=== run_sequencer ===
==> run_sequencer/clk_routes.png <==
Scale bar: 20 microns.
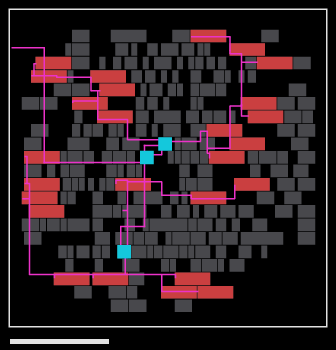

[src/rtl/run_sequencer.sv]
`default_nettype none
// +--------------------------------------------------------------------------+
// | run_sequencer : reset-hold / run / halt-or-timeout sequencer for a core  |
// | rev 1.0                                                                  |
// +--------------------------------------------------------------------------+
module run_sequencer #(
  parameter int D         = 12,
  parameter int HALT_ADDR = 128,
  parameter int RST_CYC   = 2,
  parameter int MAX_CYC   = 1000,
  parameter int CW        = 16
) (
  input  logic          clk,
  input  logic          reset,
  input  logic          req,
  input  logic [1:0]    prog_sel,
  input  logic [D-1:0]  prog_ctr,
  output logic          core_rst,
  output logic          core_en,
  output logic [1:0]    start_sel,
  output logic          busy,
  output logic          done,
  output logic          timeout,
  output logic [CW-1:0] cycles
);

  localparam int            HW        = (RST_CYC > 1) ? $clog2(RST_CYC) : 1;
  localparam logic [HW-1:0] HOLD_LAST = HW'(RST_CYC - 1);
  localparam logic [CW-1:0] CYC_LIMIT = CW'(MAX_CYC);
  localparam logic [D-1:0]  HALT_PC   = D'(HALT_ADDR);

  typedef enum logic [2:0] {
    S_IDLE  = 3'd0,
    S_HOLD  = 3'd1,
    S_RUN   = 3'd2,
    S_FIN   = 3'd3,
    S_ABORT = 3'd4
  } state_t;

  state_t        state_q, state_d;
  logic [HW-1:0] hold_cnt_q, hold_cnt_d;
  logic [CW-1:0] cycles_q, cycles_d;
  logic [1:0]    start_sel_q, start_sel_d;
  logic          core_en_q, core_en_d;
  logic          busy_q, busy_d;
  logic          done_q, done_d;
  logic          timeout_q, timeout_d;

  always_comb begin
    state_d     = state_q;
    hold_cnt_d  = hold_cnt_q;
    cycles_d    = cycles_q;
    start_sel_d = start_sel_q;
    case (state_q)
      S_IDLE: begin
        if (req) begin
          state_d     = S_HOLD;
          start_sel_d = prog_sel;
          cycles_d    = '0;
          hold_cnt_d  = '0;
        end
      end
      S_HOLD: begin
        if (hold_cnt_q == HOLD_LAST) begin
          state_d = S_RUN;
        end else begin
          hold_cnt_d = hold_cnt_q + 1'b1;
        end
      end
      S_RUN: begin
        // the halting cycle is itself counted; halt beats the limit on a tie
        cycles_d = cycles_q + 1'b1;
        if (prog_ctr == HALT_PC) begin
          state_d = S_FIN;
        end else if (cycles_d == CYC_LIMIT) begin
          state_d = S_ABORT;
        end
      end
      S_FIN, S_ABORT: begin
        if (!req) begin
          state_d = S_IDLE;
        end
      end
      default: state_d = S_IDLE;
    endcase

    // outputs are registered from the next state so they line up with it
    core_en_d = (state_d == S_RUN);
    busy_d    = (state_d == S_HOLD) || (state_d == S_RUN);
    done_d    = (state_d == S_FIN) || (state_d == S_ABORT);
    timeout_d = (state_d == S_ABORT);
  end

  always_ff @(posedge clk) begin
    if (reset) begin
      state_q     <= S_IDLE;
      hold_cnt_q  <= '0;
      cycles_q    <= '0;
      start_sel_q <= 2'd0;
      core_en_q   <= 1'b0;
      busy_q      <= 1'b0;
      done_q      <= 1'b0;
      timeout_q   <= 1'b0;
    end else begin
      state_q     <= state_d;
      hold_cnt_q  <= hold_cnt_d;
      cycles_q    <= cycles_d;
      start_sel_q <= start_sel_d;
      core_en_q   <= core_en_d;
      busy_q      <= busy_d;
      done_q      <= done_d;
      timeout_q   <= timeout_d;
    end
  end

  assign core_rst  = reset | (state_q == S_HOLD);
  assign core_en   = core_en_q;
  assign busy      = busy_q;
  assign done      = done_q;
  assign timeout   = timeout_q;
  assign cycles    = cycles_q;
  assign start_sel = start_sel_q;

endmodule
`default_nettype wire

[config.mk]
export PLATFORM = sky130hd
export DESIGN_NAME = run_sequencer
export DESIGN_NICKNAME = d
export VERILOG_FILES = /design/src/rtl/run_sequencer.sv
export SDC_FILE = /design/constraint.sdc
export NUM_CORES = 1
export LEC_CHECK = 0
export ABC_AREA = 0
export CAP_MARGIN = 20
export CORE_MARGIN = 2
export CORE_UTILIZATION = 45
export CTS_CLUSTER_SIZE = 16
export DETAILED_ROUTE_END_ITERATION = 7
export PLACE_DENSITY_LB_ADDON = 0.3
export SYNTH_ARGS = -nofsm -noshare
export SYNTH_HDL_FRONTEND = slang
export SYNTH_SLANG_ARGS = --single-unit
[constraint.sdc]
create_clock -name clk -period 4.2 [get_ports clk]
set_input_delay 1.05 -clock clk [delete_from_list [all_inputs] [get_ports clk]]
set_output_delay 1.05 -clock clk [all_outputs]
set_load 0.1 [all_outputs]
=== pc_return_stack_unit ===
File: src/rtl/pc_return_stack_unit.sv
// +--------------------------------------------------------------------------+
// | pc_return_stack_unit: program counter with hardware return-address stack |
// | Rev 1.0                                                                  |
// +--------------------------------------------------------------------------+
`default_nettype none

module pc_return_stack_unit #(
  parameter int                    ADDR_WIDTH   = 16,
  parameter int                    STACK_DEPTH  = 8,
  parameter logic [ADDR_WIDTH-1:0] RESET_VECTOR = '0
) (
  input  logic                            clock,
  input  logic                            reset,
  input  logic                            en_instruction_fetch,
  input  logic [1:0]                      sig_pc_src,
  input  logic                            sig_call,
  input  logic [ADDR_WIDTH-1:0]           jump_target,
  input  logic [ADDR_WIDTH-1:0]           branch_target,
  output logic [ADDR_WIDTH-1:0]           pc,
  output logic [ADDR_WIDTH-1:0]           pc_plus_one,
  output logic [ADDR_WIDTH-1:0]           stack_top,
  output logic [$clog2(STACK_DEPTH):0]    stack_count,
  output logic                            stack_full,
  output logic                            stack_empty,
  output logic                            err_overflow,
  output logic                            err_underflow
);

  localparam int IDX_W = $clog2(STACK_DEPTH);
  localparam int SP_W  = IDX_W + 1;

  logic [ADDR_WIDTH-1:0] stack_mem [STACK_DEPTH];
  logic [SP_W-1:0]       sp;
  logic [IDX_W-1:0]      top_idx;

  logic [ADDR_WIDTH-1:0] next_pc;
  logic [SP_W-1:0]       next_sp;
  logic                  wr_en;
  logic [IDX_W-1:0]      wr_idx;
  logic                  set_ovf;
  logic                  set_unf;
  logic                  pop_req;

  assign pc_plus_one = pc + ADDR_WIDTH'(1);
  assign stack_count = sp;
  assign stack_empty = (sp == '0);
  assign stack_full  = (sp == SP_W'(STACK_DEPTH));
  assign top_idx     = IDX_W'(sp - SP_W'(1));
  assign stack_top   = stack_empty ? '0 : stack_mem[top_idx];
  assign pop_req     = (sig_pc_src == 2'd3);

  always_comb begin
    next_pc = pc_plus_one;
    next_sp = sp;
    wr_en   = 1'b0;
    wr_idx  = sp[IDX_W-1:0];
    set_ovf = 1'b0;
    set_unf = 1'b0;
    if (pop_req) begin
      if (stack_empty) begin
        // Underflow falls through to sequential fetch; a paired call still pushes.
        set_unf = 1'b1;
        if (sig_call) begin
          wr_en   = 1'b1;
          next_sp = sp + SP_W'(1);
        end
      end else begin
        next_pc = stack_top;
        if (sig_call) begin
          wr_en  = 1'b1;
          wr_idx = top_idx;
        end else begin
          next_sp = sp - SP_W'(1);
        end
      end
    end else begin
      case (sig_pc_src)
        2'd1:    next_pc = jump_target;
        2'd2:    next_pc = branch_target;
        default: next_pc = pc_plus_one;
      endcase
      if (sig_call) begin
        if (stack_full) begin
          set_ovf = 1'b1;
        end else begin
          wr_en   = 1'b1;
          next_sp = sp + SP_W'(1);
        end
      end
    end
  end

  always_ff @(posedge clock) begin
    if (reset) begin
      pc            <= RESET_VECTOR;
      sp            <= '0;
      err_overflow  <= 1'b0;
      err_underflow <= 1'b0;
    end else if (en_instruction_fetch) begin
      pc            <= next_pc;
      sp            <= next_sp;
      err_overflow  <= err_overflow | set_ovf;
      err_underflow <= err_underflow | set_unf;
    end
  end

  // Stack storage is deliberately not reset; emptiness is tracked by sp alone.
  always_ff @(posedge clock) begin
    if (!reset && en_instruction_fetch && wr_en) begin
      stack_mem[wr_idx] <= pc_plus_one;
    end
  end

endmodule

`default_nettype wire

File: config.mk
export PLATFORM = sky130hd
export DESIGN_NAME = pc_return_stack_unit
export DESIGN_NICKNAME = d
export VERILOG_FILES = /design/src/rtl/pc_return_stack_unit.sv
export SDC_FILE = /design/constraint.sdc
export NUM_CORES = 1
export LEC_CHECK = 0
export ABC_AREA = 1
export CAP_MARGIN = 20
export CORE_UTILIZATION = 50
export CTS_CLUSTER_SIZE = 28
export DETAILED_ROUTE_END_ITERATION = 10
export MAX_ROUTING_LAYER = met4
export PLACE_DENSITY = 0.76
export SYNTH_ARGS = -nofsm -noshare
export SYNTH_HDL_FRONTEND = slang
export SYNTH_SLANG_ARGS = --single-unit
File: constraint.sdc
create_clock -name clock -period 2.97 [get_ports clock]
set_clock_uncertainty 0.15 [all_clocks]
set_input_delay 0.4455 -clock clock [delete_from_list [all_inputs] [get_ports clock]]
set_output_delay 0.4455 -clock clock [all_outputs]
set_load 0.1 [all_outputs]
==> run_sequencer/placement_by_type.png <==
Fill, decap, tap and diode cells in gray.
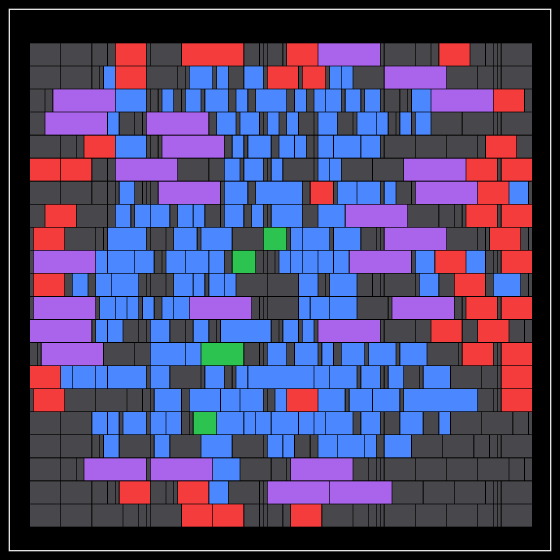
- sequential cells: purple (cells 26)
- clock drivers and dummy loads: green (cells 4)
- remaining buffers and delay cells: red (cells 41)
- combinational and other logic: blue (cells 159)
flop share of the area: 0.2557
final core occ: 0.6006
core area: 3390 sq um

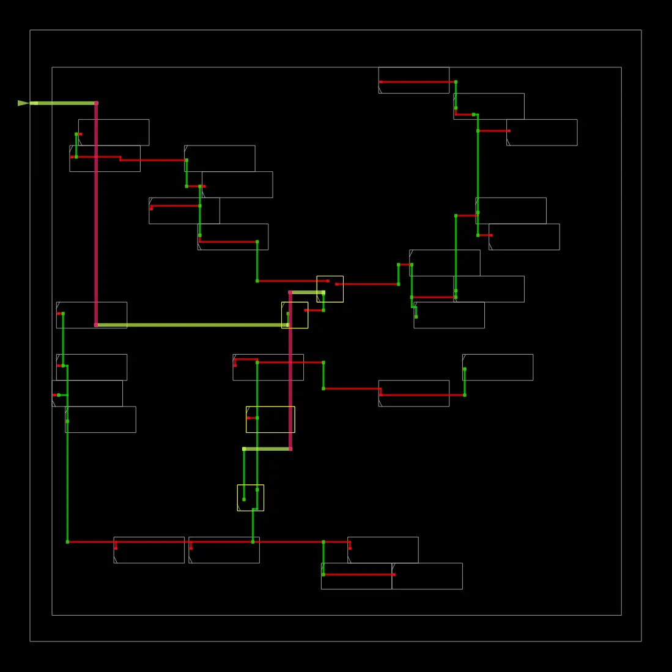
(run_sequencer/clocks.png)
flop count: 26
Late-Pin Clk Latency: 0.32 ns
clk sinks: 26
clk_buf instances: 4

Notes on run_sequencer/clk_routes.png above:
- clock wires: magenta (length 315 microns)
- flip-flops: red (count 26)
- clock drivers: cyan (count 3)
- routed clock nets: 4
- flops lie: widely spread
clock network power share: 0.266
Clk power: 128 uW
skew final: 0.005774 ns

==> flow_metrics.tcl, run_sequencer <==
# yosys + openroad results
set metrics [dict create \
    outcome "complete, no violations" \
    cts_tree "built" \
    routed-wl-met3_microns 263 \
    p_comb_frac 0.202 \
    met2_length_microns 1676 \
    clkTransAtPathRegs_ns 0.14 \
    seq-power_uw 256 \
    finalClockPeriodUsage 0.7724 \
    hp-start "start_sel[1]" \
    tool_warnings 27 \
    synth.most_common_cell "dfxtp_1" \
    vias_per_cell 5.877 \
    place_ws_ns 1.024 \
    pin_count 40 \
    routedWlPerCell_microns 13.91 \
    grt_max_degree 27 \
    via_count 1622 \
    hold_violations 0 \
    p_leak_nw 0.7138 \
    num-nonclk-inverters 3 \
    lay_top_cells "38 x clkdlybuf4s50_1, 26 x dfxtp_1, 25 x nor2_1" \
    p_total_uw 481.6 \
    route.top_layer_used "met4" \
    drive_gt1_frac 0.07826 \
    place_inst 272 \
    critPathBufInv 1 \
    yosysTopAreaCell "dfxtp_1" \
    lay_top_count "clkdlybuf4s50_1" \
    clk_share 0.01782 \
    grt_overflow 0 \
    fin_cells 276 \
    post-route-min-period_ns 3.244 \
    ys_sh_xor 0.01091 \
    cts_setup_buffers 0 \
    min_path_type "flip-flop to flip-flop" \
    die-area_sq_um 4061 \
    clock_path_buffers 2 \
    r2r-end "busy" \
    end_kind "primary output" \
    synth-edff-count 0 \
    maxPowerGroup "sequential cells" \
    drcViolationCount 0 \
    gr-usage-met1 0.2873 \
]
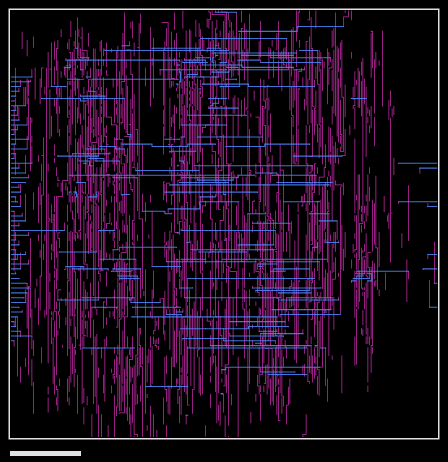
(pc_return_stack_unit/wires.png)
Scale bar: 20 microns. Only two layers are drawn.
- metal 3: blue (wire length 2020 microns)
- metal 2: magenta (wire length 10100 microns)
vias post-DR: 6136
WL final: 20670 microns
Wirelength per Cell: 19.83 microns

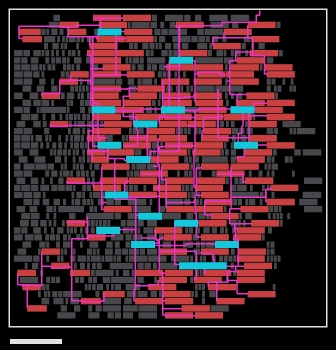
(pc_return_stack_unit/clk_routes.png)
Scale bar: 20 microns.
- flip-flops: red (count 150)
- clock wires: magenta (length 1710 microns)
- clock drivers: cyan (count 17)
- routed clock nets: 18
clock network power share: 0.343
Clk power: 2.40 mW
Late-Pin Clk Latency: 0.42 ns

==> flow_metrics.tcl, pc_return_stack_unit <==
# yosys + openroad results
set metrics [dict create \
    finalSetupViolations 1 \
    slew_headroom 0.6419 \
    gp_congestion 0.9216 \
    nClkBuffers 19 \
    finalClockPeriodUsage 1.002 \
    drt_iter0_drc 629 \
    end_kind "primary output" \
    synth-edff-count 128 \
    timing.final.ws_setup_ns -0.004934 \
    ir_drop_mv 0.4299 \
    tap_cells 180 \
    p_total_mw 7.013 \
    dominant_cells "flip-flops and latches" \
    crit_top_cell "buf_12" \
    place_inst 995 \
    ys_area_sq_um 7118 \
    cap_violations 0 \
    sh_seq_area 0.4441 \
    dp_hpwl_microns 13570 \
    cts_tree "built" \
    maxPowerGroup "clock" \
    top_usage_layer "met2" \
    numSynthFlops 150 \
    cp.arrival_ns 2.38 \
    outcome "finished with violations" \
    p_comb_mw 2.22 \
    cts_setup_buffers 4 \
    top_cell_area_share 0.5400 \
    common_cells "137 x nor2_1, 128 x edfxtp_1, 101 x nand2_1" \
    track_usage 0.2969 \
    critPathLaunch "stack_count[1]" \
    fin_cells 1042 \
    cts_resized 5 \
    cp_cell_sequence "inv_2 > ha_4 > buf_12 > o21ai_0 > o211ai_1 > and3_4 > buf_12" \
    drcViolationCount 0 \
    fp_util 0.5128 \
    layout.nonclk_buf_frac 0.1632 \
    violations "negative setup slack" \
    tightestPinTransition_ns 0.5372 \
]


==> notes/layouts.md <==
Pictures saved along the way, in no particular order.

Register map, names as in the netlist.
Scale bar: 20 microns.
shot_01.png
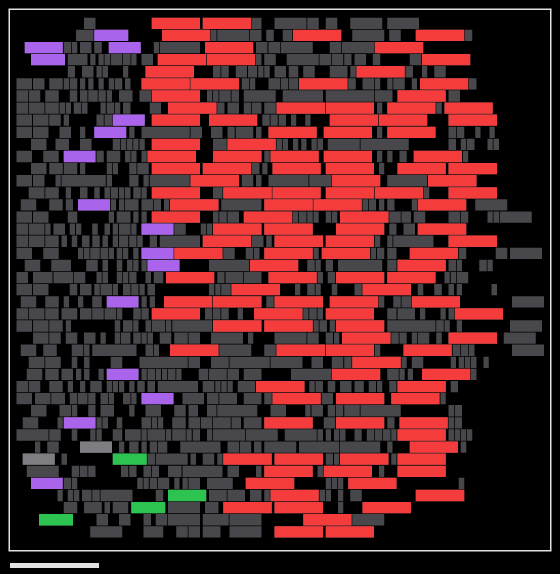
shot_02.png
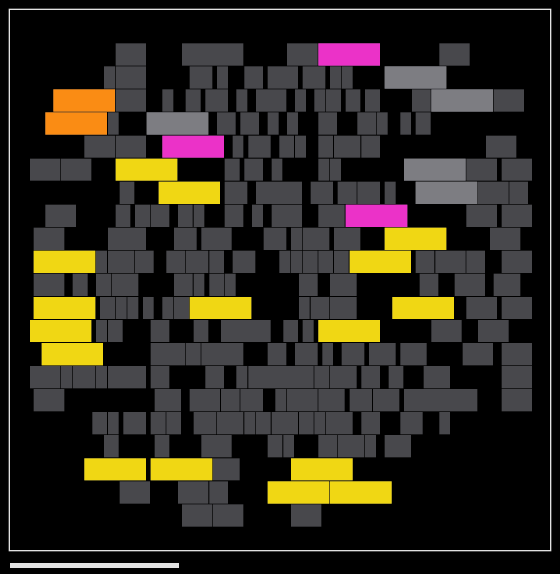
| picture | from |
|---|---|
| shot_02.png | run_sequencer |
| shot_01.png | pc_return_stack_unit |
- largest die: shot_01.png

Key to shot_01.png:
- stack_count: green (flops 4; where bottom left)
- stack_mem: red (flops 128)
- pc: purple (flops 16)

Power and IR drop assume default switching activity.
